# ---- design 1 ----
[config.mk]
export PLATFORM = sky130hd
export DESIGN_NAME = mmu_xlate_requester_flat
export DESIGN_NICKNAME = d
export VERILOG_FILES = /design/src/rtl/mmu_xlate_requester_if.sv /design/src/rtl/mmu_xlate_requester.sv /design/src/flat_wrapper.sv
export SDC_FILE = /design/constraint.sdc
export NUM_CORES = 1
export LEC_CHECK = 0
export CORE_MARGIN = 3
export CORE_UTILIZATION = 40
export DETAILED_ROUTE_END_ITERATION = 10
export PLACE_DENSITY = 0.75
export REMOVE_ABC_BUFFERS = 1
export SLEW_MARGIN = 20
export SYNTH_ARGS = -nofsm -noshare
export SYNTH_HDL_FRONTEND = slang
export SYNTH_SLANG_ARGS = --single-unit
export TNS_END_PERCENT = 5
[constraint.sdc]
create_clock -name clk -period 3.05 [get_ports clk]
set_input_delay 0.305 -clock clk [delete_from_list [all_inputs] [get_ports clk]]
set_output_delay 0.305 -clock clk [all_outputs]
set_load 0.01 [all_outputs]
[src/rtl/mmu_xlate_requester_if.sv]
// rtl/mmu_xlate_requester_if.sv - CPU/MMU/cache/fault signal bundle for mmu_xlate_requester
//
// Groups every non-clock/reset port of the requester.
//   master : the requester side (drives *_req_valid, mmu_resp_ready, fault report, counters)
//   slave  : the environment side (CPU, simple_mmu, cache controller, fault consumer)
interface mmu_xlate_requester_if #(
    parameter int ADDR_WIDTH = 32,
    parameter int CNT_WIDTH  = 16
);
    // CPU request
    logic                  cpu_req_valid;
    logic [ADDR_WIDTH-1:0] cpu_req_va;
    logic                  cpu_req_we;
    logic                  cpu_req_ready;
    // simple_mmu request/response
    logic                  mmu_req_valid;
    logic [ADDR_WIDTH-1:0] mmu_req_va;
    logic                  mmu_req_ready;
    logic                  mmu_resp_valid;
    logic [ADDR_WIDTH-1:0] mmu_resp_pa;
    logic [1:0]            mmu_resp_status;
    logic                  mmu_resp_ready;
    // cache controller request
    logic                  cache_req_valid;
    logic [ADDR_WIDTH-1:0] cache_req_pa;
    logic                  cache_req_we;
    logic                  cache_req_ready;
    // fault report
    logic                  fault_valid;
    logic [ADDR_WIDTH-1:0] fault_va;
    logic [1:0]            fault_code;
    logic                  fault_ack;
    // statistics
    logic [CNT_WIDTH-1:0]  hit_cnt;
    logic [CNT_WIDTH-1:0]  miss_cnt;
    logic [CNT_WIDTH-1:0]  fault_cnt;

    modport master (
        input  cpu_req_valid, cpu_req_va, cpu_req_we,
        output cpu_req_ready,
        output mmu_req_valid, mmu_req_va,
        input  mmu_req_ready,
        input  mmu_resp_valid, mmu_resp_pa, mmu_resp_status,
        output mmu_resp_ready,
        output cache_req_valid, cache_req_pa, cache_req_we,
        input  cache_req_ready,
        output fault_valid, fault_va, fault_code,
        input  fault_ack,
        output hit_cnt, miss_cnt, fault_cnt
    );

    modport slave (
        output cpu_req_valid, cpu_req_va, cpu_req_we,
        input  cpu_req_ready,
        input  mmu_req_valid, mmu_req_va,
        output mmu_req_ready,
        output mmu_resp_valid, mmu_resp_pa, mmu_resp_status,
        input  mmu_resp_ready,
        input  cache_req_valid, cache_req_pa, cache_req_we,
        output cache_req_ready,
        input  fault_valid, fault_va, fault_code,
        output fault_ack,
        input  hit_cnt, miss_cnt, fault_cnt
    );
endinterface

[src/rtl/mmu_xlate_requester.sv]
// rtl/mmu_xlate_requester.sv - single-outstanding VA->PA translation requester for simple_mmu
//
// Ports:
//   clk  : clock
//   rst  : synchronous active-high reset
//   bus  : mmu_xlate_requester_if.master (CPU request in, MMU request/response,
//          cache request out, fault report, saturating hit/miss/fault counters)
//
// One CPU access is accepted in IDLE, sent to the MMU, and then either forwarded
// to the cache (HIT/MISS) or reported as a fault (MMU fault, reserved status, or
// response watchdog timeout). All outputs come from registers or state decode.
module mmu_xlate_requester #(
    parameter int ADDR_WIDTH     = 32,
    parameter int TIMEOUT_CYCLES = 64,
    parameter int CNT_WIDTH      = 16
) (
    input  logic                  clk,
    input  logic                  rst,
    mmu_xlate_requester_if.master bus
);

    localparam int                  WD_WIDTH = (TIMEOUT_CYCLES > 1) ? $clog2(TIMEOUT_CYCLES) : 1;
    localparam logic [WD_WIDTH-1:0] WD_LAST  = WD_WIDTH'(TIMEOUT_CYCLES - 1);

    typedef enum logic [2:0] {
        S_IDLE,
        S_REQ,
        S_WAIT_RESP,
        S_ISSUE,
        S_FAULT
    } state_e;

    state_e                state_q, state_d;
    logic [ADDR_WIDTH-1:0] va_q, va_d;
    logic [ADDR_WIDTH-1:0] pa_q, pa_d;
    logic                  we_q, we_d;
    logic [1:0]            code_q, code_d;
    logic [WD_WIDTH-1:0]   wd_q, wd_d;
    logic [CNT_WIDTH-1:0]  hit_q, hit_d;
    logic [CNT_WIDTH-1:0]  miss_q, miss_d;
    logic [CNT_WIDTH-1:0]  fault_q, fault_d;
    logic                  resp_rdy_q, resp_rdy_d;

    logic cpu_hs;
    logic req_hs;
    logic resp_hs;
    logic timeout;

    function automatic logic [CNT_WIDTH-1:0] sat_inc(input logic [CNT_WIDTH-1:0] v);
        return (&v) ? v : v + 1'b1;
    endfunction

    // Responses outside WAIT_RESP are accepted (resp_ready high) but never acted on.
    assign cpu_hs  = (state_q == S_IDLE) && bus.cpu_req_valid;
    assign req_hs  = (state_q == S_REQ) && bus.mmu_req_ready;
    assign resp_hs = (state_q == S_WAIT_RESP) && bus.mmu_resp_valid && resp_rdy_q;
    // A response in the final watchdog cycle takes priority over the timeout.
    assign timeout = (state_q == S_WAIT_RESP) && (wd_q == WD_LAST) && !resp_hs;

    // ---------------- state register ----------------
    always_ff @(posedge clk) begin
        if (rst) begin
            state_q <= S_IDLE;
        end else begin
            state_q <= state_d;
        end
    end

    // ---------------- next-state logic ----------------
    always_comb begin
        state_d = state_q;
        case (state_q)
            S_IDLE:      if (cpu_hs) state_d = S_REQ;
            S_REQ:       if (req_hs) state_d = S_WAIT_RESP;
            S_WAIT_RESP: begin
                if (resp_hs) begin
                    state_d = bus.mmu_resp_status[1] ? S_FAULT : S_ISSUE;
                end else if (timeout) begin
                    state_d = S_FAULT;
                end
            end
            S_ISSUE:     if (bus.cache_req_ready) state_d = S_IDLE;
            S_FAULT:     if (bus.fault_ack) state_d = S_IDLE;
            default:     state_d = S_IDLE;
        endcase
    end

    // ---------------- output decode ----------------
    always_comb begin
        bus.cpu_req_ready   = 1'b0;
        bus.mmu_req_valid   = 1'b0;
        bus.cache_req_valid = 1'b0;
        bus.fault_valid     = 1'b0;
        case (state_q)
            S_IDLE:  bus.cpu_req_ready   = 1'b1;
            S_REQ:   bus.mmu_req_valid   = 1'b1;
            S_ISSUE: bus.cache_req_valid = 1'b1;
            S_FAULT: bus.fault_valid     = 1'b1;
            default: ;
        endcase
    end

    assign bus.mmu_req_va     = va_q;
    assign bus.mmu_resp_ready = resp_rdy_q;
    assign bus.cache_req_pa   = pa_q;
    assign bus.cache_req_we   = we_q;
    assign bus.fault_va       = va_q;
    assign bus.fault_code     = code_q;
    assign bus.hit_cnt        = hit_q;
    assign bus.miss_cnt       = miss_q;
    assign bus.fault_cnt      = fault_q;

    // ---------------- datapath next-state ----------------
    always_comb begin
        va_d    = va_q;
        we_d    = we_q;
        pa_d    = pa_q;
        code_d  = code_q;
        wd_d    = wd_q;
        hit_d   = hit_q;
        miss_d  = miss_q;
        fault_d = fault_q;

        if (cpu_hs) begin
            va_d = bus.cpu_req_va;
            we_d = bus.cpu_req_we;
        end

        if (req_hs) begin
            wd_d = '0;
        end else if (state_q == S_WAIT_RESP) begin
            wd_d = wd_q + 1'b1;
        end

        if (resp_hs) begin
            case (bus.mmu_resp_status)
                2'b00: begin
                    pa_d  = bus.mmu_resp_pa;
                    hit_d = sat_inc(hit_q);
                end
                2'b01: begin
                    pa_d   = bus.mmu_resp_pa;
                    miss_d = sat_inc(miss_q);
                end
                2'b10: begin
                    code_d  = 2'b01;
                    fault_d = sat_inc(fault_q);
                end
                default: begin
                    code_d  = 2'b11;
                    fault_d = sat_inc(fault_q);
                end
            endcase
        end else if (timeout) begin
            code_d  = 2'b10;
            fault_d = sat_inc(fault_q);
        end

        // Registered so it is low while in reset, then follows the state.
        resp_rdy_d = (state_d == S_IDLE) || (state_d == S_REQ) || (state_d == S_WAIT_RESP);
    end

    // ---------------- datapath registers ----------------
    always_ff @(posedge clk) begin
        if (rst) begin
            va_q       <= '0;
            we_q       <= 1'b0;
            pa_q       <= '0;
            code_q     <= 2'b00;
            wd_q       <= '0;
            hit_q      <= '0;
            miss_q     <= '0;
            fault_q    <= '0;
            resp_rdy_q <= 1'b0;
        end else begin
            va_q       <= va_d;
            we_q       <= we_d;
            pa_q       <= pa_d;
            code_q     <= code_d;
            wd_q       <= wd_d;
            hit_q      <= hit_d;
            miss_q     <= miss_d;
            fault_q    <= fault_d;
            resp_rdy_q <= resp_rdy_d;
        end
    end

endmodule

[src/flat_wrapper.sv]
// flat-port wrapper written by rule: the top's interface ports become plain ports
module mmu_xlate_requester_flat 
#(
    parameter int ADDR_WIDTH     = 32,
    parameter int TIMEOUT_CYCLES = 64,
    parameter int CNT_WIDTH      = 16
)
  (clk, rst, bus_cpu_req_valid, bus_cpu_req_va, bus_cpu_req_we, bus_cpu_req_ready, bus_mmu_req_valid, bus_mmu_req_va, bus_mmu_req_ready, bus_mmu_resp_valid, bus_mmu_resp_pa, bus_mmu_resp_status, bus_mmu_resp_ready, bus_cache_req_valid, bus_cache_req_pa, bus_cache_req_we, bus_cache_req_ready, bus_fault_valid, bus_fault_va, bus_fault_code, bus_fault_ack, bus_hit_cnt, bus_miss_cnt, bus_fault_cnt);
  mmu_xlate_requester_if #(.ADDR_WIDTH(ADDR_WIDTH), .CNT_WIDTH(CNT_WIDTH)) bus_i ();
  input  logic clk;
  input  logic rst;
  input wire logic [$bits(bus_i.cpu_req_valid)-1:0] bus_cpu_req_valid;
  input wire logic [$bits(bus_i.cpu_req_va)-1:0] bus_cpu_req_va;
  input wire logic [$bits(bus_i.cpu_req_we)-1:0] bus_cpu_req_we;
  output wire logic [$bits(bus_i.cpu_req_ready)-1:0] bus_cpu_req_ready;
  output wire logic [$bits(bus_i.mmu_req_valid)-1:0] bus_mmu_req_valid;
  output wire logic [$bits(bus_i.mmu_req_va)-1:0] bus_mmu_req_va;
  input wire logic [$bits(bus_i.mmu_req_ready)-1:0] bus_mmu_req_ready;
  input wire logic [$bits(bus_i.mmu_resp_valid)-1:0] bus_mmu_resp_valid;
  input wire logic [$bits(bus_i.mmu_resp_pa)-1:0] bus_mmu_resp_pa;
  input wire logic [$bits(bus_i.mmu_resp_status)-1:0] bus_mmu_resp_status;
  output wire logic [$bits(bus_i.mmu_resp_ready)-1:0] bus_mmu_resp_ready;
  output wire logic [$bits(bus_i.cache_req_valid)-1:0] bus_cache_req_valid;
  output wire logic [$bits(bus_i.cache_req_pa)-1:0] bus_cache_req_pa;
  output wire logic [$bits(bus_i.cache_req_we)-1:0] bus_cache_req_we;
  input wire logic [$bits(bus_i.cache_req_ready)-1:0] bus_cache_req_ready;
  output wire logic [$bits(bus_i.fault_valid)-1:0] bus_fault_valid;
  output wire logic [$bits(bus_i.fault_va)-1:0] bus_fault_va;
  output wire logic [$bits(bus_i.fault_code)-1:0] bus_fault_code;
  input wire logic [$bits(bus_i.fault_ack)-1:0] bus_fault_ack;
  output wire logic [$bits(bus_i.hit_cnt)-1:0] bus_hit_cnt;
  output wire logic [$bits(bus_i.miss_cnt)-1:0] bus_miss_cnt;
  output wire logic [$bits(bus_i.fault_cnt)-1:0] bus_fault_cnt;
  assign bus_i.cpu_req_valid = bus_cpu_req_valid;
  assign bus_i.cpu_req_va = bus_cpu_req_va;
  assign bus_i.cpu_req_we = bus_cpu_req_we;
  assign bus_cpu_req_ready = bus_i.cpu_req_ready;
  assign bus_mmu_req_valid = bus_i.mmu_req_valid;
  assign bus_mmu_req_va = bus_i.mmu_req_va;
  assign bus_i.mmu_req_ready = bus_mmu_req_ready;
  assign bus_i.mmu_resp_valid = bus_mmu_resp_valid;
  assign bus_i.mmu_resp_pa = bus_mmu_resp_pa;
  assign bus_i.mmu_resp_status = bus_mmu_resp_status;
  assign bus_mmu_resp_ready = bus_i.mmu_resp_ready;
  assign bus_cache_req_valid = bus_i.cache_req_valid;
  assign bus_cache_req_pa = bus_i.cache_req_pa;
  assign bus_cache_req_we = bus_i.cache_req_we;
  assign bus_i.cache_req_ready = bus_cache_req_ready;
  assign bus_fault_valid = bus_i.fault_valid;
  assign bus_fault_va = bus_i.fault_va;
  assign bus_fault_code = bus_i.fault_code;
  assign bus_i.fault_ack = bus_fault_ack;
  assign bus_hit_cnt = bus_i.hit_cnt;
  assign bus_miss_cnt = bus_i.miss_cnt;
  assign bus_fault_cnt = bus_i.fault_cnt;
  mmu_xlate_requester #(.ADDR_WIDTH(ADDR_WIDTH), .TIMEOUT_CYCLES(TIMEOUT_CYCLES), .CNT_WIDTH(CNT_WIDTH)) u_core (.clk(clk), .rst(rst), .bus(bus_i));
endmodule
==> summary.txt <==
run results: clock power share 0.483, Crit Path Category register to register, footprint of the flip-flops and latches approximately 2500 um2, postcts setup bufs 0, wire length on met2 6.88 mm, final routed DRC violation total 0, Leading power group the clock network, highest-count cells in the layout ignoring fill and taps clkdlybuf4s50_1 (224), nand2_1 (157), dfxtp_1 (125), count of hold-fix buffers inserted at cts 0, maximum number of pins on one net before global-route repair a little over 90, Complex Gates by Area 0.115, diode insertion count for antenna repair 0, run status finished clean, cell count of the worst reg-to-reg path 5, vias in the first global route roughly 4600, number of max-slew violations in the final report 0, mi-comb count 470, measured slew at the worst slew-check pin around 0.9 ns, startpoint type of the worst setup path register, Critical Path Max Stage Delay 0.57 ns, Core Util at FP 0.410, via total after detailed routing 5156, buffer-and-inverter tally for the worst setup path 0, met1 layer wirelength in the final routing around 6.2 mm, share of total power in sequential cells 0.418
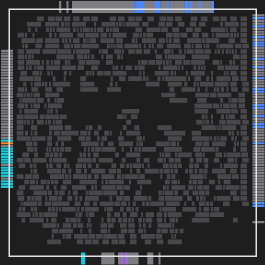
design_1/pinout.png
Drawn at 2 px/um. Pins as bars across the die edge, other pins in grey.
colour	port	pins	direction	edge
blue	`bus_cpu_req_va`	32	input	18 east, 14 north
cyan	`bus_fault_cnt`	16	output	14 west, 2 south
purple	`bus_mmu_resp_status`	2	input	south
orange	`bus_fault_valid`	1	output	west
die height: 123 um
number of input and output port buffers inserted: 225
x dimension of the die: 123 um

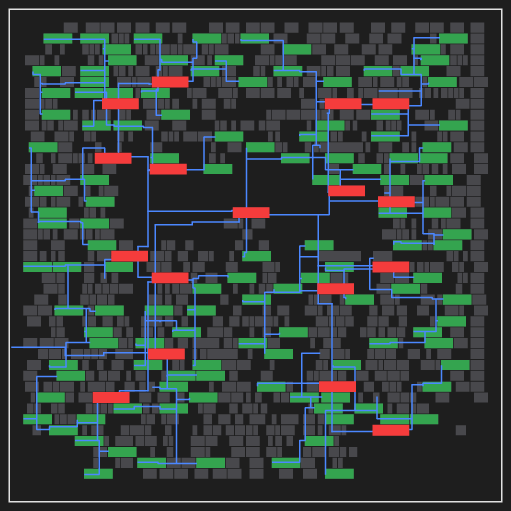
design_1/clock_wires.png
Drawn at 4 px/um.
[blue] clock wires | length: 1650 um
[red] clock-net drivers | count: 17
[green] flip-flops | count: 125
flops lie	widely spread
clock latency on the worst-skew pair: 0.40 ns
Clock net power: 1.98 mW


# ---- design 2 ----
`src/rtl/mem_block_arbiter.sv`:
```
// Arbiter for the shared block-transfer memory port (I-cache reads vs data-side reads/write-backs).
// Define ARB_ROUND_ROBIN_EN to alternate winners on ties; otherwise the data side has fixed priority.
module mem_block_arbiter #(
  parameter int ADDR_W = 32,
  parameter int BLK_W  = 256
) (
  input  logic              CLK,
  input  logic              RESET,
  input  logic              i_req,
  input  logic [ADDR_W-1:0] i_address,
  output logic [BLK_W-1:0]  i_data,
  output logic              i_valid,
  input  logic              d_req,
  input  logic              d_write,
  input  logic [ADDR_W-1:0] d_address,
  input  logic [BLK_W-1:0]  d_wdata,
  output logic [BLK_W-1:0]  d_rdata,
  output logic              d_valid,
  output logic [ADDR_W-1:0] mem_address,
  output logic              mem_blk_read,
  output logic              mem_blk_write,
  output logic [BLK_W-1:0]  mem_wdata,
  input  logic [BLK_W-1:0]  mem_rdata,
  input  logic              mem_read_valid,
  input  logic              mem_write_valid,
  output logic              busy
);

  typedef enum logic [1:0] {IDLE, I_READ, D_READ, D_WRITE} state_t;

  state_t             state_q, state_d;
  logic [ADDR_W-1:0]  addr_q, addr_d;
  logic [BLK_W-1:0]   wdata_q, wdata_d;
  logic               grant_i, grant_d;
  logic               tie_i;

`ifdef ARB_ROUND_ROBIN_EN
  logic last_i_q, last_i_d;

  // On a tie, I wins unless it won the previous grant.
  assign tie_i = ~last_i_q;

  always_comb begin
    last_i_d = last_i_q;
    if (grant_i)      last_i_d = 1'b1;
    else if (grant_d) last_i_d = 1'b0;
  end

  always_ff @(posedge CLK) begin
    if (RESET) last_i_q <= 1'b0;
    else       last_i_q <= last_i_d;
  end
`else
  assign tie_i = 1'b0;
`endif

  always_comb begin
    state_d = state_q;
    addr_d  = addr_q;
    wdata_d = wdata_q;
    grant_i = 1'b0;
    grant_d = 1'b0;
    i_valid = 1'b0;
    d_valid = 1'b0;
    case (state_q)
      IDLE: begin
        if (i_req && d_req) begin
          grant_i = tie_i;
          grant_d = ~tie_i;
        end else begin
          grant_i = i_req;
          grant_d = d_req;
        end
        if (grant_i) begin
          state_d = I_READ;
          addr_d  = i_address;
        end else if (grant_d) begin
          state_d = d_write ? D_WRITE : D_READ;
          addr_d  = d_address;
          if (d_write) wdata_d = d_wdata;
        end
      end
      I_READ: if (mem_read_valid) begin
        i_valid = 1'b1;
        state_d = IDLE;
      end
      D_READ: if (mem_read_valid) begin
        d_valid = 1'b1;
        state_d = IDLE;
      end
      D_WRITE: if (mem_write_valid) begin
        d_valid = 1'b1;
        state_d = IDLE;
      end
      default: state_d = IDLE;
    endcase
  end

  always_ff @(posedge CLK) begin
    if (RESET) begin
      state_q <= IDLE;
      addr_q  <= '0;
      wdata_q <= '0;
    end else begin
      state_q <= state_d;
      addr_q  <= addr_d;
      wdata_q <= wdata_d;
    end
  end

  // Strobes come from registered state only, so they never glitch on request inputs.
  assign mem_blk_read  = (state_q == I_READ) || (state_q == D_READ);
  assign mem_blk_write = (state_q == D_WRITE);
  assign busy          = (state_q != IDLE);
  assign mem_address   = addr_q;
  assign mem_wdata     = wdata_q;
  assign i_data        = mem_rdata;
  assign d_rdata       = mem_rdata;

endmodule

```
`config.mk`:
```
export PLATFORM = sky130hd
export DESIGN_NAME = mem_block_arbiter
export DESIGN_NICKNAME = d
export VERILOG_FILES = /design/src/rtl/mem_block_arbiter.sv
export SDC_FILE = /design/constraint.sdc
export NUM_CORES = 1
export LEC_CHECK = 0
export ABC_AREA = 1
export CAP_MARGIN = 20
export CORE_AREA = 2 2 545 547
export CTS_CLUSTER_DIAMETER = 80
export DETAILED_ROUTE_END_ITERATION = 10
export DIE_AREA = 0 0 547 549
export HOLD_SLACK_MARGIN = 0.08
export PLACE_DENSITY_LB_ADDON = 0.05
export SETUP_SLACK_MARGIN = 0.4
export SYNTH_ARGS = -nofsm -noshare
export SYNTH_HDL_FRONTEND = slang
export SYNTH_SLANG_ARGS = --single-unit
export TNS_END_PERCENT = 30
```
`constraint.sdc`:
```
create_clock -name CLK -period 2.6 [get_ports CLK]
set_input_delay 0.52 -clock CLK [delete_from_list [all_inputs] [get_ports CLK]]
set_output_delay 0.52 -clock CLK [all_outputs]
set_load 0.02 [all_outputs]
```
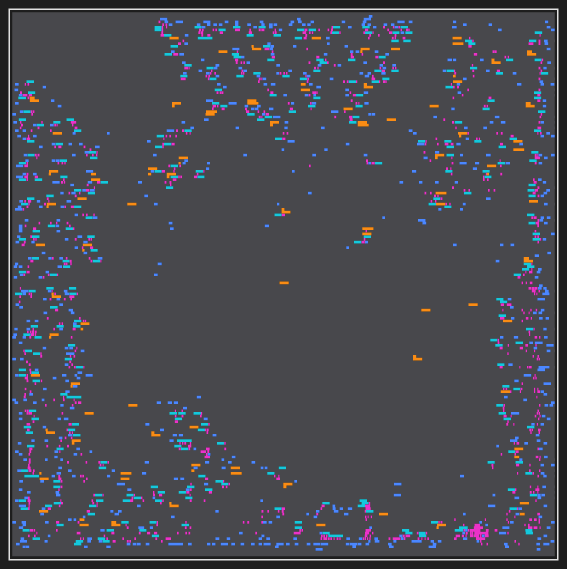
design_2/class_map.png
Drawn at 1 px/um. Fill, decap, tap and diode cells in grey.
colour	class	cells	share of their area
magenta	remaining logic cells	1002	23%
orange	clock drivers and dummy loads	122	12%
blue	remaining buffers and delay cells	670	35%
cyan	registers	290	29%

==> summary.txt <==
run results: number of max-slew violations in the final report 0, fraction of area in non-clock buffers 0.279, top cells by instance count after synthesis buf_4 (515), a21oi_1 (290), dfxtp_1 (290), vias in the first global route ~14000, yosys xor share 0, run status finished clean, measured slew at the worst slew-check pin between 0.5 and 0.6 ns, Most used DFF post-synth dfxtp_1, final worst slack 0.276 ns, placed insts 5896, power dissipated in combinational cells between 6 and 7 mW, Max Buffers Root-to-Sink 4, hold path startpoint RESET, first-pass GRT wire length 143 mm, number of rows in the core area roughly 200, multi-input gate share of total cell area 0.145, slowest library cell on the worst path dfxtp_4, Tool Warnings 36

# ---- design 3 ----
**config.mk**
```make
export PLATFORM = sky130hd
export DESIGN_NAME = mfcc_frame_tx_flat
export DESIGN_NICKNAME = d
export VERILOG_FILES = /design/src/rtl/mfcc_pkg.sv /design/src/rtl/mfcc_frame_tx_if.sv /design/src/rtl/ceps_pingpong.sv /design/src/rtl/mfcc_frame_tx.sv /design/src/flat_wrapper.sv
export SDC_FILE = /design/constraint.sdc
export NUM_CORES = 1
export LEC_CHECK = 0
export CAP_MARGIN = 40
export CORE_ASPECT_RATIO = 0.9
export CORE_MARGIN = 2
export CORE_UTILIZATION = 25
export CTS_BUF_LIST = sky130_fd_sc_hd__clkbuf_16
export DETAILED_ROUTE_END_ITERATION = 12
export GPL_ROUTABILITY_DRIVEN = 0
export PLACE_DENSITY_LB_ADDON = 0.15
export REMOVE_ABC_BUFFERS = 1
export SKIP_LAST_GASP = 1
export SYNTH_ARGS = -nofsm -noshare
export SYNTH_HDL_FRONTEND = slang
export SYNTH_HIERARCHICAL = 1
export SYNTH_SLANG_ARGS = --single-unit
```
**constraint.sdc**
```tcl
create_clock -name clk -period 3.2 [get_ports clk]
set_input_delay 0.64 -clock clk [delete_from_list [all_inputs] [get_ports clk]]
set_output_delay 0.64 -clock clk [all_outputs]
set_load 0.03 [all_outputs]
```
**src/rtl/mfcc_pkg.sv**
```systemverilog
// Shared constants and types for the MFCC frame egress block.
package mfcc_pkg;

  localparam int NUM_CEPS_DEF   = 12;
  localparam int CEPS_WIDTH_DEF = 16;
  localparam int CNT_WIDTH_DEF  = 8;

  // Sync byte that opens each frame when frame headers are enabled.
  localparam logic [7:0] HDR_SYNC = 8'hA5;

  typedef enum logic [1:0] {
    IDLE   = 2'd0,
    HEADER = 2'd1,
    STREAM = 2'd2
  } tx_state_t;

endpackage

```
**src/rtl/mfcc_frame_tx_if.sv**
```systemverilog
// Word stream carrying finished cepstral frames (valid/ready with end-of-frame marker).
interface mfcc_frame_tx_if #(
  parameter int W = 16
) ();

  logic         valid;
  logic         ready;
  logic [W-1:0] data;
  logic         last;

  modport master (output valid, output data, output last, input ready);
  modport slave  (input valid, input data, input last, output ready);

endinterface

```
**src/rtl/ceps_pingpong.sv**
```systemverilog
// Two-bank coefficient store: the DCT fills the write bank while the reader drains the other.
// Per-bank valid masks make unwritten coefficients read back as zero.
module ceps_pingpong #(
  parameter int NUM_CEPS   = 12,
  parameter int CEPS_WIDTH = 16,
  parameter int PTR_WIDTH  = 4
) (
  input  logic                  clk,
  input  logic                  rst_n,
  input  logic                  wr_en,
  input  logic [PTR_WIDTH-1:0]  wr_ptr,
  input  logic [CEPS_WIDTH-1:0] wr_data,
  input  logic                  swap,
  input  logic                  discard,
  input  logic [PTR_WIDTH-1:0]  rd_idx,
  output logic [CEPS_WIDTH-1:0] rd_data,
  output logic [CEPS_WIDTH-1:0] head_data
);

  logic [CEPS_WIDTH-1:0] bank [2][NUM_CEPS];
  logic [NUM_CEPS-1:0]   mask [2];
  logic                  wr_bank;
  logic                  rd_bank;
  logic                  wr_ok;

  assign rd_bank = ~wr_bank;
  assign wr_ok   = wr_en && (int'(wr_ptr) < NUM_CEPS);

  // Coefficient storage; contents are qualified by the masks, so no reset needed.
  always_ff @(posedge clk) begin
    if (wr_ok) bank[wr_bank][wr_ptr] <= wr_data;
  end

  // Valid masks and bank select. A discarded frame only loses its mask bits.
  always_ff @(posedge clk or negedge rst_n) begin
    if (!rst_n) begin
      mask[0] <= '0;
      mask[1] <= '0;
      wr_bank <= 1'b0;
    end else if (discard) begin
      mask[wr_bank] <= '0;
    end else begin
      if (wr_ok) mask[wr_bank][wr_ptr] <= 1'b1;
      if (swap) begin
        mask[rd_bank] <= '0;
        wr_bank       <= rd_bank;
      end
    end
  end

  // Read mux from the read bank; out-of-range or unwritten indices give zero.
  always_comb begin
    rd_data = '0;
    if ((int'(rd_idx) < NUM_CEPS) && mask[rd_bank][rd_idx]) rd_data = bank[rd_bank][rd_idx];
  end

  // Coefficient 0 of the frame being committed, including a write landing on the commit edge.
  always_comb begin
    head_data = '0;
    if (wr_ok && (wr_ptr == '0))  head_data = wr_data;
    else if (mask[wr_bank][0])    head_data = bank[wr_bank][0];
  end

endmodule

```
**src/rtl/mfcc_frame_tx.sv**
```systemverilog
// Egress end of the DCT output: commits finished frames into a ping-pong store and streams them
// out word by word. Frames arriving while the reader is busy are dropped whole.
// Build option: MFCC_TX_HEADER_EN prepends {8'hA5, frame_count} to every frame.
module mfcc_frame_tx
  import mfcc_pkg::*;
#(
  parameter int NUM_CEPS   = NUM_CEPS_DEF,
  parameter int CEPS_WIDTH = CEPS_WIDTH_DEF,
  parameter int PTR_WIDTH  = $clog2(NUM_CEPS),
  parameter int CNT_WIDTH  = CNT_WIDTH_DEF
) (
  input  logic                  clk,
  input  logic                  rst_n,
  input  logic                  dct_valid_i,
  input  logic [PTR_WIDTH-1:0]  ceps_ptr_i,
  input  logic [CEPS_WIDTH-1:0] ceps_i,
  input  logic                  dct_done_i,
  mfcc_frame_tx_if.master       m,
  output logic [CNT_WIDTH-1:0]  frame_count_o,
  output logic [CNT_WIDTH-1:0]  drop_count_o,
  output logic                  overrun_o,
  output logic                  busy_o
);

`ifdef MFCC_TX_HEADER_EN
  localparam tx_state_t FIRST = HEADER;
`else
  localparam tx_state_t FIRST = STREAM;
`endif

  tx_state_t             state, state_nxt;
  logic [PTR_WIDTH-1:0]  idx, rd_idx;
  logic [CEPS_WIDTH-1:0] out_data, rd_data, head_data, first_word;
  logic [CNT_WIDTH-1:0]  frame_cnt, frame_cnt_nxt, drop_cnt;
  logic                  overrun;
  logic                  valid, is_last, hs, last_hs, rd_free, commit, drop;

  ceps_pingpong #(
    .NUM_CEPS   (NUM_CEPS),
    .CEPS_WIDTH (CEPS_WIDTH),
    .PTR_WIDTH  (PTR_WIDTH)
  ) u_store (
    .clk       (clk),
    .rst_n     (rst_n),
    .wr_en     (dct_valid_i),
    .wr_ptr    (ceps_ptr_i),
    .wr_data   (ceps_i),
    .swap      (commit),
    .discard   (drop),
    .rd_idx    (rd_idx),
    .rd_data   (rd_data),
    .head_data (head_data)
  );

  // Reader state register.
  always_ff @(posedge clk or negedge rst_n) begin
    if (!rst_n) state <= IDLE;
    else        state <= state_nxt;
  end

  // Next state: a commit coinciding with the final handshake restarts without an idle gap.
  always_comb begin
    state_nxt = state;
    case (state)
      IDLE:    if (commit) state_nxt = FIRST;
      HEADER:  if (hs) state_nxt = STREAM;
      STREAM:  if (last_hs) state_nxt = commit ? FIRST : IDLE;
      default: state_nxt = IDLE;
    endcase
  end

  // Decoded handshake, commit/drop decisions and next-word selection.
  always_comb begin
    valid         = (state != IDLE);
    is_last       = (state == STREAM) && (idx == PTR_WIDTH'(NUM_CEPS - 1));
    hs            = valid && m.ready;
    last_hs       = hs && is_last;
    rd_free       = (state == IDLE) || last_hs;
    commit        = dct_done_i && rd_free;
    drop          = dct_done_i && !rd_free;
    rd_idx        = (state == HEADER) ? '0 : idx + 1'b1;
    frame_cnt_nxt = frame_cnt + CNT_WIDTH'(last_hs);
`ifdef MFCC_TX_HEADER_EN
    first_word    = CEPS_WIDTH'({HDR_SYNC, frame_cnt_nxt[7:0]});
`else
    first_word    = head_data;
`endif
  end

  // Output word register, word index and counters.
  always_ff @(posedge clk or negedge rst_n) begin
    if (!rst_n) begin
      idx       <= '0;
      out_data  <= '0;
      frame_cnt <= '0;
      drop_cnt  <= '0;
      overrun   <= 1'b0;
    end else begin
      overrun   <= drop;
      frame_cnt <= frame_cnt_nxt;
      if (drop) drop_cnt <= drop_cnt + 1'b1;
      if (commit) begin
        idx      <= '0;
        out_data <= first_word;
      end else if (hs && (state == HEADER)) begin
        idx      <= '0;
        out_data <= rd_data;
      end else if (hs && !is_last) begin
        idx      <= idx + 1'b1;
        out_data <= rd_data;
      end
    end
  end

  assign m.valid       = valid;
  assign m.data        = out_data;
  assign m.last        = is_last;
  assign frame_count_o = frame_cnt;
  assign drop_count_o  = drop_cnt;
  assign overrun_o     = overrun;
  assign busy_o        = valid;

endmodule

```
**src/flat_wrapper.sv**
```systemverilog
// flat-port wrapper written by rule: the top's interface ports become plain ports
module mfcc_frame_tx_flat import mfcc_pkg::*;
#(
  parameter int NUM_CEPS   = NUM_CEPS_DEF,
  parameter int CEPS_WIDTH = CEPS_WIDTH_DEF,
  parameter int PTR_WIDTH  = $clog2(NUM_CEPS),
  parameter int CNT_WIDTH  = CNT_WIDTH_DEF
)
  (clk, rst_n, dct_valid_i, ceps_ptr_i, ceps_i, dct_done_i, frame_count_o, drop_count_o, overrun_o, busy_o, m_valid, m_data, m_last, m_ready);
  mfcc_frame_tx_if #(.W(16)) m_i ();
  input  logic clk;
  input  logic rst_n;
  input  logic dct_valid_i;
  input  logic [PTR_WIDTH-1:0] ceps_ptr_i;
  input  logic [CEPS_WIDTH-1:0] ceps_i;
  input  logic dct_done_i;
  output logic [CNT_WIDTH-1:0] frame_count_o;
  output logic [CNT_WIDTH-1:0] drop_count_o;
  output logic overrun_o;
  output logic busy_o;
  output wire logic [$bits(m_i.valid)-1:0] m_valid;
  output wire logic [$bits(m_i.data)-1:0] m_data;
  output wire logic [$bits(m_i.last)-1:0] m_last;
  input wire logic [$bits(m_i.ready)-1:0] m_ready;
  assign m_valid = m_i.valid;
  assign m_data = m_i.data;
  assign m_last = m_i.last;
  assign m_i.ready = m_ready;
  mfcc_frame_tx #(.NUM_CEPS(NUM_CEPS), .CEPS_WIDTH(CEPS_WIDTH), .PTR_WIDTH(PTR_WIDTH), .CNT_WIDTH(CNT_WIDTH)) u_core (.clk(clk), .rst_n(rst_n), .dct_valid_i(dct_valid_i), .ceps_ptr_i(ceps_ptr_i), .ceps_i(ceps_i), .dct_done_i(dct_done_i), .m(m_i), .frame_count_o(frame_count_o), .drop_count_o(drop_count_o), .overrun_o(overrun_o), .busy_o(busy_o));
endmodule
```
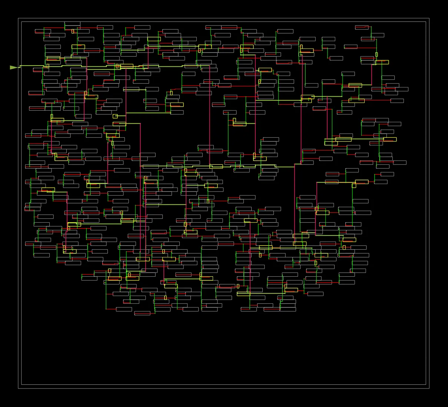
design_3/clock_nets.png
clock latency on the worst-skew pair: 0.60 ns
Clock net power: 5.08 mW
worst-case clock skew: 0.0314 ns

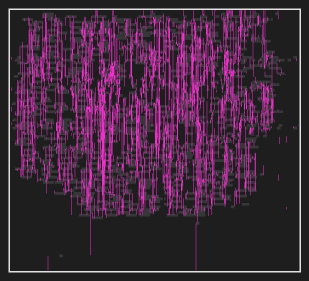
design_3/m2.png
Drawn at 1 px/um.
main direction	vertical
wire length on this layer	23.8 mm
share of all routed wire	46%
via total after detailed routing: 9638
fraction of met2 tracks used by global routing: 0.215
Routed WL: 51.3 mm

==> summary.txt <==
run results: run status finished clean, highest-count cells in the layout ignoring fill and taps edfxtp_1 (384), mux4_2 (98), buf_4 (71), Max Buffers Root-to-Sink 3, Top Family by Delay on Critical Path buffers and inverters, highest ir drop seen on vdd 0.000476 V, Die Footprint 75500 um2, Comb area 4930 um2, sw power ~6.3 mW, dpl cell area 20700 um2, power consumed by sequential cells 6.96 mW, critical register-to-register path startpoint u_core/u_store/wr_bank$_DFFE_PN0P_, yosys adder share 0.00273, max FFs per register 384, worst max-slew margin expressed relative to the limit 0.417, R2R Path End u_core/m.data[12]$_DFFE_PN0P_, fill count 7064, area of the mapped netlist about 18000 um2, startpoint type of the worst setup path register, count of hold-fix buffers inserted at cts 1, Non-clk bufs 149, violation count after the first detailed-routing iteration 746, footprint of the flip-flops and latches between 10000 and 15000 um2, start point of the critical path u_core/idx[1]$_DFFE_PN0P_, total global-route track usage 0.137, Cell Int Power 12.5 mW

# ---- design 4 ----
design_4/clock_wires.png
Drawn at 12 px/um.
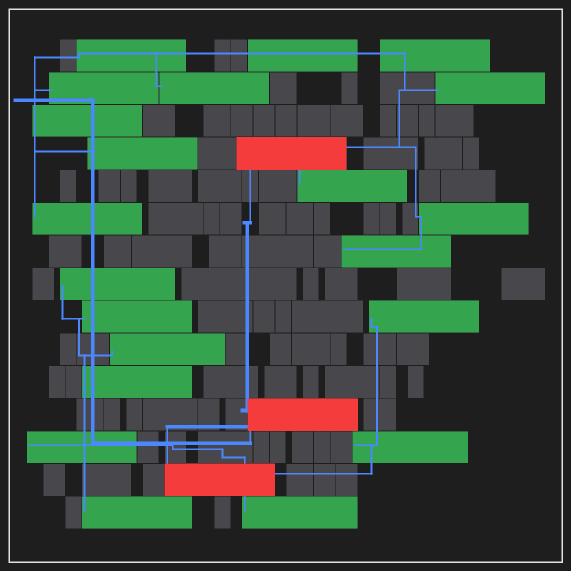
File: src/rtl/rst_seq_pkg.sv
// Shared types and default constants for the reset sequencer.
// Optional ack handshake is built when RST_SEQ_ACK_EN is defined.
package rst_seq_pkg;

  localparam int N_DOM_DEF    = 4;
  localparam int HOLD_CYC_DEF = 8;
  localparam int GAP_CYC_DEF  = 16;
  localparam int ACK_TMO_DEF  = 255;

  typedef enum logic [2:0] {
    ST_HOLD     = 3'd0,
    ST_GAP      = 3'd1,
    ST_REL      = 3'd2,
`ifdef RST_SEQ_ACK_EN
    ST_WAIT_ACK = 3'd3,
`endif
    ST_IDLE     = 3'd4
  } state_e;

  function automatic int max3(
    input int a,
    input int b,
    input int c
  );
    int m;
    m = a;
    if (b > m) m = b;
    if (c > m) m = c;
    return m;
  endfunction

endpackage

File: src/rtl/rst_sync.sv
// Two-flop reset synchronizer: asserts asynchronously, releases on clk.
// Ports: clk, rst_async_n (in), rst_sync_n (out, synchronized release).
module rst_sync (
  input  logic clk,
  input  logic rst_async_n,
  output logic rst_sync_n
);

  logic [1:0] ff_q;

  always_ff @(posedge clk or negedge rst_async_n) begin
    if (!rst_async_n) ff_q <= '0;
    else              ff_q <= {ff_q[0], 1'b1};
  end

  assign rst_sync_n = ff_q[1];

endmodule

File: src/rtl/rst_seq_ctrl.sv
// Reset sequencer: holds domains in reset, then releases them in order.
// Ports: clk, rst_async_n, sw_rst_req, sw_rst_mask, dom_ack (in);
//        dom_rst_n, seq_busy, seq_done, timeout_err (out).
// Macro RST_SEQ_ACK_EN adds per-domain ack wait with timeout.
module rst_seq_ctrl
  import rst_seq_pkg::*;
#(
  parameter int N_DOM    = N_DOM_DEF,
  parameter int HOLD_CYC = HOLD_CYC_DEF,
  parameter int GAP_CYC  = GAP_CYC_DEF,
  parameter int ACK_TMO  = ACK_TMO_DEF
) (
  input  logic             clk,
  input  logic             rst_async_n,
  input  logic             sw_rst_req,
  input  logic [N_DOM-1:0] sw_rst_mask,
  input  logic [N_DOM-1:0] dom_ack,
  output logic [N_DOM-1:0] dom_rst_n,
  output logic             seq_busy,
  output logic             seq_done,
  output logic             timeout_err
);

`ifdef RST_SEQ_ACK_EN
  localparam int CMAX = max3(HOLD_CYC, GAP_CYC, ACK_TMO);
`else
  localparam int CMAX = max3(HOLD_CYC, GAP_CYC, 0);
`endif
  localparam int CW = $clog2(CMAX + 1);
  localparam int IW = (N_DOM > 1) ? $clog2(N_DOM) : 1;

  localparam logic [CW-1:0] HOLD_LAST = CW'(HOLD_CYC - 1);
  localparam logic [CW-1:0] GAP_LAST  = CW'(GAP_CYC - 1);
`ifdef RST_SEQ_ACK_EN
  localparam logic [CW-1:0] TMO_LAST  = CW'(ACK_TMO - 1);
`endif

  state_e           state_q, state_d;
  logic [CW-1:0]    cnt_q, cnt_d;
  logic [IW-1:0]    idx_q, idx_d;
  logic [N_DOM-1:0] mask_q, mask_d;
  logic [N_DOM-1:0] dom_q, dom_d;
  logic             done_q, done_d;
  logic             sync_n;

  logic             adv;
  logic             nxt_found;
  logic [IW-1:0]    nxt_idx;
  int               base;

  rst_sync u_rst_sync (
    .clk         (clk),
    .rst_async_n (rst_async_n),
    .rst_sync_n  (sync_n)
  );

  // Next targeted index at or after base; untargeted ones
  // are skipped without spending any GAP time.
  always_comb begin
    base      = (state_q == ST_HOLD) ? 0 : int'(idx_q) + 1;
    nxt_found = 1'b0;
    nxt_idx   = '0;
    for (int i = N_DOM - 1; i >= 0; i--) begin
      if (mask_q[i] && (i >= base)) begin
        nxt_found = 1'b1;
        nxt_idx   = IW'(i);
      end
    end
  end

`ifdef RST_SEQ_ACK_EN
  logic err_q, err_d;
`else
  logic unused_ack;
  assign unused_ack = ^dom_ack;
`endif

  always_comb begin
    state_d = state_q;
    cnt_d   = cnt_q + 1'b1;
    idx_d   = idx_q;
    mask_d  = mask_q;
    dom_d   = dom_q;
    adv     = 1'b0;
`ifdef RST_SEQ_ACK_EN
    err_d   = err_q;
`endif
    unique case (state_q)
      ST_HOLD: begin
        // hold count only starts once the release is synchronized
        if (!sync_n)                cnt_d = '0;
        else if (cnt_q == HOLD_LAST) adv  = 1'b1;
      end
      ST_GAP: begin
        if (cnt_q == GAP_LAST) begin
          state_d = ST_REL;
          cnt_d   = '0;
        end
      end
      ST_REL: begin
        dom_d[idx_q] = 1'b1;
`ifdef RST_SEQ_ACK_EN
        state_d = ST_WAIT_ACK;
        cnt_d   = '0;
`else
        adv     = 1'b1;
`endif
      end
`ifdef RST_SEQ_ACK_EN
      ST_WAIT_ACK: begin
        if (dom_ack[idx_q]) begin
          adv = 1'b1;
        end else if (cnt_q == TMO_LAST) begin
          err_d = 1'b1;
          adv   = 1'b1;
        end
      end
`endif
      ST_IDLE: begin
        cnt_d = '0;
        if (sw_rst_req && (|sw_rst_mask)) begin
          state_d = ST_HOLD;
          mask_d  = sw_rst_mask;
          idx_d   = '0;
          dom_d   = dom_q & ~sw_rst_mask;
`ifdef RST_SEQ_ACK_EN
          err_d   = 1'b0;
`endif
        end
      end
      default: begin
        state_d = ST_HOLD;
        cnt_d   = '0;
      end
    endcase

    if (adv) begin
      cnt_d = '0;
      if (nxt_found) begin
        state_d = ST_GAP;
        idx_d   = nxt_idx;
      end else begin
        state_d = ST_IDLE;
      end
    end

    done_d = (state_d == ST_IDLE) && (state_q != ST_IDLE);
  end

  always_ff @(posedge clk or negedge rst_async_n) begin
    if (!rst_async_n) begin
      state_q <= ST_HOLD;
      cnt_q   <= '0;
      idx_q   <= '0;
      mask_q  <= '1;
      dom_q   <= '0;
      done_q  <= 1'b0;
    end else begin
      state_q <= state_d;
      cnt_q   <= cnt_d;
      idx_q   <= idx_d;
      mask_q  <= mask_d;
      dom_q   <= dom_d;
      done_q  <= done_d;
    end
  end

`ifdef RST_SEQ_ACK_EN
  always_ff @(posedge clk or negedge rst_async_n) begin
    if (!rst_async_n) err_q <= 1'b0;
    else              err_q <= err_d;
  end
  assign timeout_err = err_q;
`else
  assign timeout_err = 1'b0;
`endif

  assign dom_rst_n = dom_q;
  assign seq_busy  = (state_q != ST_IDLE);
  assign seq_done  = done_q;

endmodule

File: config.mk
export PLATFORM = sky130hd
export DESIGN_NAME = rst_seq_ctrl
export DESIGN_NICKNAME = d
export VERILOG_FILES = /design/src/rtl/rst_seq_pkg.sv /design/src/rtl/rst_sync.sv /design/src/rtl/rst_seq_ctrl.sv
export SDC_FILE = /design/constraint.sdc
export NUM_CORES = 1
export LEC_CHECK = 0
export ABC_CLOCK_PERIOD_IN_PS = 2200
export CORE_UTILIZATION = 61
export CTS_BUF_LIST = sky130_fd_sc_hd__clkbuf_16
export DETAILED_ROUTE_END_ITERATION = 12
export DONT_BUFFER_PORTS = 1
export PLACE_DENSITY = 0.86
export SYNTH_ARGS = -nofsm -noshare
export SYNTH_HDL_FRONTEND = slang
export SYNTH_SLANG_ARGS = --single-unit
File: constraint.sdc
create_clock -name clk -period 2.2 [get_ports clk]
set_input_delay 0.33 -clock clk [delete_from_list [all_inputs] [get_ports clk]]
set_output_delay 0.33 -clock clk [all_outputs]
set_load 0.005 [all_outputs]
==> summary.txt <==
run results: Clock net power 0.380 mW, cell at the root of the clock tree clkbuf_16, cts bufs inserted 3, post-DR vias/cell 6.33, number of H-tree levels 1, fraction of area in registers 0.417, highest ir drop seen on vdd 0.000636 V, run status finished clean, Largest cells by area dfrtp_1 (36%), dfstp_2 (8.9%), ha_1 (7.4%), nand2_1 (4.1%), a21oi_1 (3.8%), most frequent standard cell in the layout excluding fill and tap cells dfrtp_1, number of input and output port buffers inserted 0, Syn. warnings 0, number of enable-type register cells in the synthesized netlist 0, share of total power in sequential cells 0.404, largest reg by FF count cnt_q, slowest library cell on the worst path dfrtp_1, largest family of logic cells by area simple AND/OR/NAND/NOR gates, wire length on met2 roughly 1.3 mm, top cells by instance count after synthesis dfrtp_1 (17), nand2_1 (13), inv_1 (10), Routed WL 2.53 mm, dpl cell area between 1000 and 1500 um2, critical register-to-register path startpoint idx_q[1]$_DFF_PN0_, power consumed by sequential cells approximately 0.53 mW, Max FO, Critical Path 5, dominant cell by count in the synthesized netlist dfrtp_1, non-clock inverter total of the final layout 10, post-cts resize count 0, router iterations before antenna repair 4, Clock buffer cells 3
About design_4/clock_wires.png:
[red] clock-net drivers | count: 3
[blue] clock wires | length: 253 um
[green] flip-flops | count: 21
routed clock nets	4


# ---- design 5 ----
design_5/pinout.png
Drawn at 3 px/um. Pins as bars across the die edge, other pins in grey.
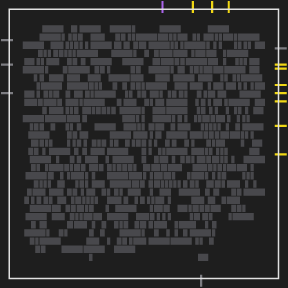
design_5/clock_wires.png
Drawn at 6 px/um.
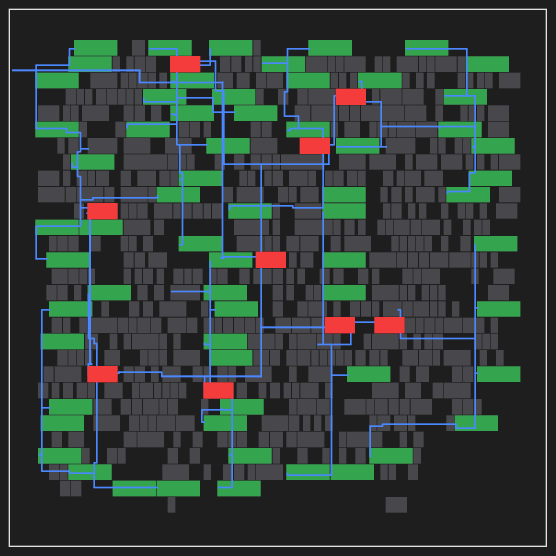
design_5/clock_nets.png
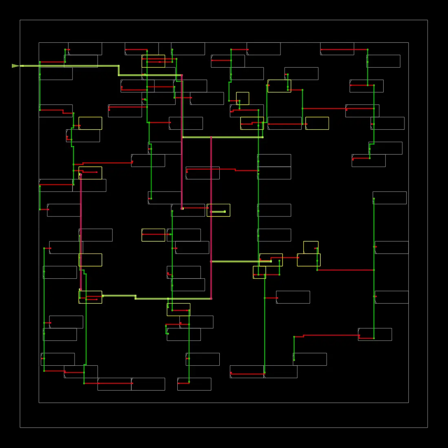
==> src/rtl/pdm_decoder_pkg.sv <==
// rtl/pdm_decoder_pkg.sv - shared constants and helpers for the PDM encoder/decoder pair
//
// PDM_WIDTH    : sample width shared with the pdm encoder din
// PDM_DEC_LOG2 : default log2 of the decimation ratio
// acc_width()  : CIC accumulator width for a given decimation log2
package pdm_pkg;

    localparam int PDM_WIDTH    = 10;
    localparam int PDM_DEC_LOG2 = 5;

    // A 2nd-order CIC grows by 2*log2(R) bits; one extra bit keeps
    // the all-ones result (exactly R^2) representable before clipping.
    function automatic int acc_width(input int dec_log2);
        return 2 * dec_log2 + 1;
    endfunction

endpackage

==> src/rtl/pdm_decoder_if.sv <==
// rtl/pdm_decoder_if.sv - PDM bit input and decoded sample output bundle
//
// din, din_valid          : PDM bit and its sample enable (source -> decoder)
// dout, dout_valid, sat   : decoded sample, one-cycle strobe, clip flag (decoder -> sink)
// modport master          : the side that drives PDM bits and reads samples
// modport slave           : the decoder side
interface pdm_decoder_if
    import pdm_pkg::*;
#(
    parameter int WIDTH = PDM_WIDTH
);

    logic             din;
    logic             din_valid;
    logic [WIDTH-1:0] dout;
    logic             dout_valid;
    logic             sat;

    modport master (
        output din,
        output din_valid,
        input  dout,
        input  dout_valid,
        input  sat
    );

    modport slave (
        input  din,
        input  din_valid,
        output dout,
        output dout_valid,
        output sat
    );

endinterface

==> src/rtl/pdm_cic_stage.sv <==
// rtl/pdm_cic_stage.sv - one CIC integrator plus one CIC comb, modulo 2^ACC_W
//
// clk, rst  : clock, synchronous active-high reset
// en_int    : integrator update enable (accepted input sample)
// en_comb   : comb delay update enable (decimation tick)
// in / out  : integrator input / registered integrator value
// comb_in   : comb input (decimated-rate signal)
// comb_out  : comb_in minus the previous decimated comb_in
module pdm_cic_stage #(
    parameter int ACC_W = 11
) (
    input  logic             clk,
    input  logic             rst,
    input  logic             en_int,
    input  logic             en_comb,
    input  logic [ACC_W-1:0] in,
    output logic [ACC_W-1:0] out,
    input  logic [ACC_W-1:0] comb_in,
    output logic [ACC_W-1:0] comb_out
);

    logic [ACC_W-1:0] acc_q;
    logic [ACC_W-1:0] dly_q;

    // Wrap-around in both registers is intentional: the comb
    // difference recovers the exact result as long as the true value
    // fits in ACC_W bits.
    always_ff @(posedge clk) begin
        if (rst) begin
            acc_q <= '0;
            dly_q <= '0;
        end else begin
            if (en_int) begin
                acc_q <= acc_q + in;
            end
            if (en_comb) begin
                dly_q <= comb_in;
            end
        end
    end

    assign out      = acc_q;
    assign comb_out = comb_in - dly_q;

endmodule

==> src/rtl/pdm_decoder.sv <==
// rtl/pdm_decoder.sv - sinc^2 CIC decimator turning a PDM bitstream into WIDTH-bit samples
//
// clk  : system clock
// rst  : synchronous active-high reset
// bus  : pdm_decoder_if.slave
//        din/din_valid       PDM bit, accepted when din_valid=1
//        dout                decoded sample, held between strobes
//        dout_valid          one-cycle strobe when dout updates (after 2 fill frames)
//        sat                 dout was clipped to 2^WIDTH-1
module pdm_decoder
    import pdm_pkg::*;
#(
    parameter int DEC_LOG2 = PDM_DEC_LOG2,
    parameter int WIDTH    = PDM_WIDTH
) (
    input  logic          clk,
    input  logic          rst,
    pdm_decoder_if.slave  bus
);

    localparam int ACC_W = acc_width(DEC_LOG2);
    localparam int SHIFT = 2 * DEC_LOG2 - WIDTH;
    localparam logic [ACC_W-1:0] DOUT_MAX = ACC_W'((1 << WIDTH) - 1);

    logic                accept;
    logic [DEC_LOG2-1:0] cnt_q;
    logic                tick_q;
    logic [1:0]          settle_q;
    logic [WIDTH-1:0]    dout_q;
    logic                dout_valid_q;
    logic                sat_q;

    logic [ACC_W-1:0]    din_ext;
    logic [ACC_W-1:0]    int1;
    logic [ACC_W-1:0]    int2;
    logic [ACC_W-1:0]    c1;
    logic [ACC_W-1:0]    c2;
    logic [ACC_W-1:0]    y;
    logic                clip;

    assign accept  = bus.din_valid;
    assign din_ext = {{(ACC_W-1){1'b0}}, bus.din};

    // Stage 1 owns int1 and the first comb (applied to int2);
    // stage 2 owns int2 (fed by the old int1) and the second comb.
    pdm_cic_stage #(.ACC_W(ACC_W)) u_stage1 (
        .clk      (clk),
        .rst      (rst),
        .en_int   (accept),
        .en_comb  (tick_q),
        .in       (din_ext),
        .out      (int1),
        .comb_in  (int2),
        .comb_out (c1)
    );

    pdm_cic_stage #(.ACC_W(ACC_W)) u_stage2 (
        .clk      (clk),
        .rst      (rst),
        .en_int   (accept),
        .en_comb  (tick_q),
        .in       (int1),
        .out      (int2),
        .comb_in  (c1),
        .comb_out (c2)
    );

    assign y    = c2 >> SHIFT;
    assign clip = (y > DOUT_MAX);

    // cnt is exactly DEC_LOG2 bits wide, so it wraps R-1 -> 0 by itself.
    always_ff @(posedge clk) begin
        if (rst) begin
            cnt_q  <= '0;
            tick_q <= 1'b0;
        end else begin
            tick_q <= accept && (cnt_q == '1);
            if (accept) begin
                cnt_q <= cnt_q + 1'b1;
            end
        end
    end

    // The first two comb outputs after reset still carry filter fill,
    // so they update dout/sat but are not announced.
    always_ff @(posedge clk) begin
        if (rst) begin
            settle_q     <= 2'd0;
            dout_q       <= '0;
            dout_valid_q <= 1'b0;
            sat_q        <= 1'b0;
        end else if (tick_q) begin
            dout_q       <= clip ? DOUT_MAX[WIDTH-1:0] : y[WIDTH-1:0];
            sat_q        <= clip;
            dout_valid_q <= settle_q[1];
            if (!settle_q[1]) begin
                settle_q <= settle_q + 2'd1;
            end
        end else begin
            dout_valid_q <= 1'b0;
        end
    end

    assign bus.dout       = dout_q;
    assign bus.dout_valid = dout_valid_q;
    assign bus.sat        = sat_q;

endmodule

==> src/flat_wrapper.sv <==
// flat-port wrapper written by rule: the top's interface ports become plain ports
module pdm_decoder_flat import pdm_pkg::*;
#(
    parameter int DEC_LOG2 = PDM_DEC_LOG2,
    parameter int WIDTH    = PDM_WIDTH
)
  (clk, rst, bus_din, bus_din_valid, bus_dout, bus_dout_valid, bus_sat);
  pdm_decoder_if #(.WIDTH(WIDTH)) bus_i ();
  input  logic clk;
  input  logic rst;
  input wire logic [$bits(bus_i.din)-1:0] bus_din;
  input wire logic [$bits(bus_i.din_valid)-1:0] bus_din_valid;
  output wire logic [$bits(bus_i.dout)-1:0] bus_dout;
  output wire logic [$bits(bus_i.dout_valid)-1:0] bus_dout_valid;
  output wire logic [$bits(bus_i.sat)-1:0] bus_sat;
  assign bus_i.din = bus_din;
  assign bus_i.din_valid = bus_din_valid;
  assign bus_dout = bus_i.dout;
  assign bus_dout_valid = bus_i.dout_valid;
  assign bus_sat = bus_i.sat;
  pdm_decoder #(.DEC_LOG2(DEC_LOG2), .WIDTH(WIDTH)) u_core (.clk(clk), .rst(rst), .bus(bus_i));
endmodule
==> config.mk <==
export PLATFORM = sky130hd
export DESIGN_NAME = pdm_decoder_flat
export DESIGN_NICKNAME = d
export VERILOG_FILES = /design/src/rtl/pdm_decoder_pkg.sv /design/src/rtl/pdm_decoder_if.sv /design/src/rtl/pdm_cic_stage.sv /design/src/rtl/pdm_decoder.sv /design/src/flat_wrapper.sv
export SDC_FILE = /design/constraint.sdc
export NUM_CORES = 1
export LEC_CHECK = 0
export ABC_AREA = 1
export CORE_MARGIN = 4
export CORE_UTILIZATION = 60
export CTS_CLUSTER_SIZE = 20
export DETAILED_ROUTE_END_ITERATION = 12
export GPL_ROUTABILITY_DRIVEN = 0
export PLACE_DENSITY_LB_ADDON = 0.2
export RECOVER_POWER = 25
export SLEW_MARGIN = 0
export SYNTH_ARGS = -nofsm -noshare
export SYNTH_HDL_FRONTEND = slang
export SYNTH_SLANG_ARGS = --single-unit
==> constraint.sdc <==
create_clock -name clk -period 5.2 [get_ports clk]
set_clock_uncertainty 0.1 [all_clocks]
set_input_delay 1.56 -clock clk [delete_from_list [all_inputs] [get_ports clk]]
set_output_delay 1.56 -clock clk [all_outputs]
set_load 0.02 [all_outputs]
==> summary.txt <==
run results: run status finished with violations, violations in the final reports capacitance limit, slew limit, met3 track demand over resource in global routing 0.0544, top cells by instance count after synthesis inv_1 (95), nand2_1 (68), dfxtp_1 (64), number of max-slew violations in the final report 37, Crit Path Category register to register, synthesis area per yosys 3960 um2, measured slew at the worst slew-check pin 1.71 ns, Most used DFF post-synth dfxtp_1, count of unique library cells instantiated by Yosys 38, yosys adder share 0.123, power consumed by sequential cells 0.508 mW, syn_area_per_cell 7.23 um2, largest family of logic cells by area simple AND/OR/NAND/NOR gates, die height 89.3 um, Yosys Instances 548, max-cap check violation count 1, final hold viol count 0, worst max-slew margin expressed relative to the limit -0.137, buffer-and-inverter tally for the worst setup path 5, share of flip-flops with an asynchronous set or reset after synthesis 0, Syn. warnings 0, worst hold slack about 0.36 ns, met1 layer wirelength in the final routing 3.28 mm
About design_5/pinout.png:
colour	port	pins	direction	edge
yellow	`bus_dout`	10	output	7 east, 3 north
purple	`bus_dout_valid`	1	output	north

About design_5/clock_wires.png:
[red] clock-net drivers | count: 9
[green] flip-flops | count: 64
[blue] clock wires | length: 842 um
routed clock nets	10
clock power share: 0.346
clock latency on the worst-skew pair: 0.34 ns
Clock net power: 0.418 mW

About design_5/clock_nets.png:
Clock buffer cells: 13
CTS Sinks: 64
flip-flops: 64
cts bufs inserted: 9



## Gallery

Pin placement.
picture 1
Drawn at 6 px/um. Pins as bars across the die edge, other pins in grey.
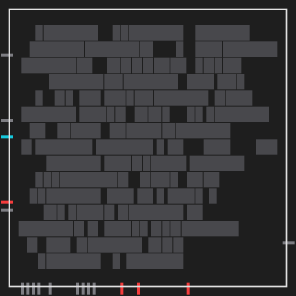
picture 2
Drawn at 0.5 px/um. Pins as bars across the die edge, other pins in grey.
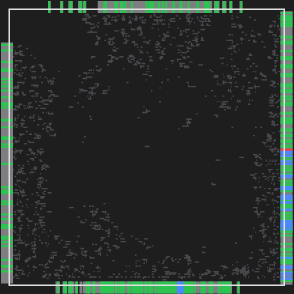
picture 3
Drawn at 1 px/um. Pins as bars across the die edge, other pins in grey.
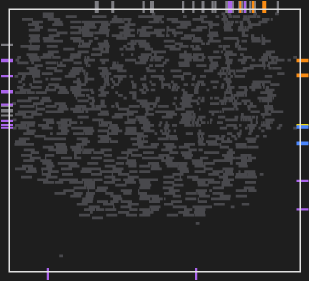
Design 4 is picture 1.
Design 2 is picture 2.
Design 3 is picture 3.
- fewest pins: picture 1

Key to picture 3:
colour	port	pins	direction	edge
purple	`ceps_i`	16	input	9 west, 3 north, 2 east, 2 south
orange	`frame_count_o`	8	output	4 north, 4 east
blue	`ceps_ptr_i`	4	input	east
yellow	`dct_valid_i`	1	input	east
all pins by edge	34 north, 14 west, 11 east, 2 south

Power is estimated from default activity; no workload was simulated.
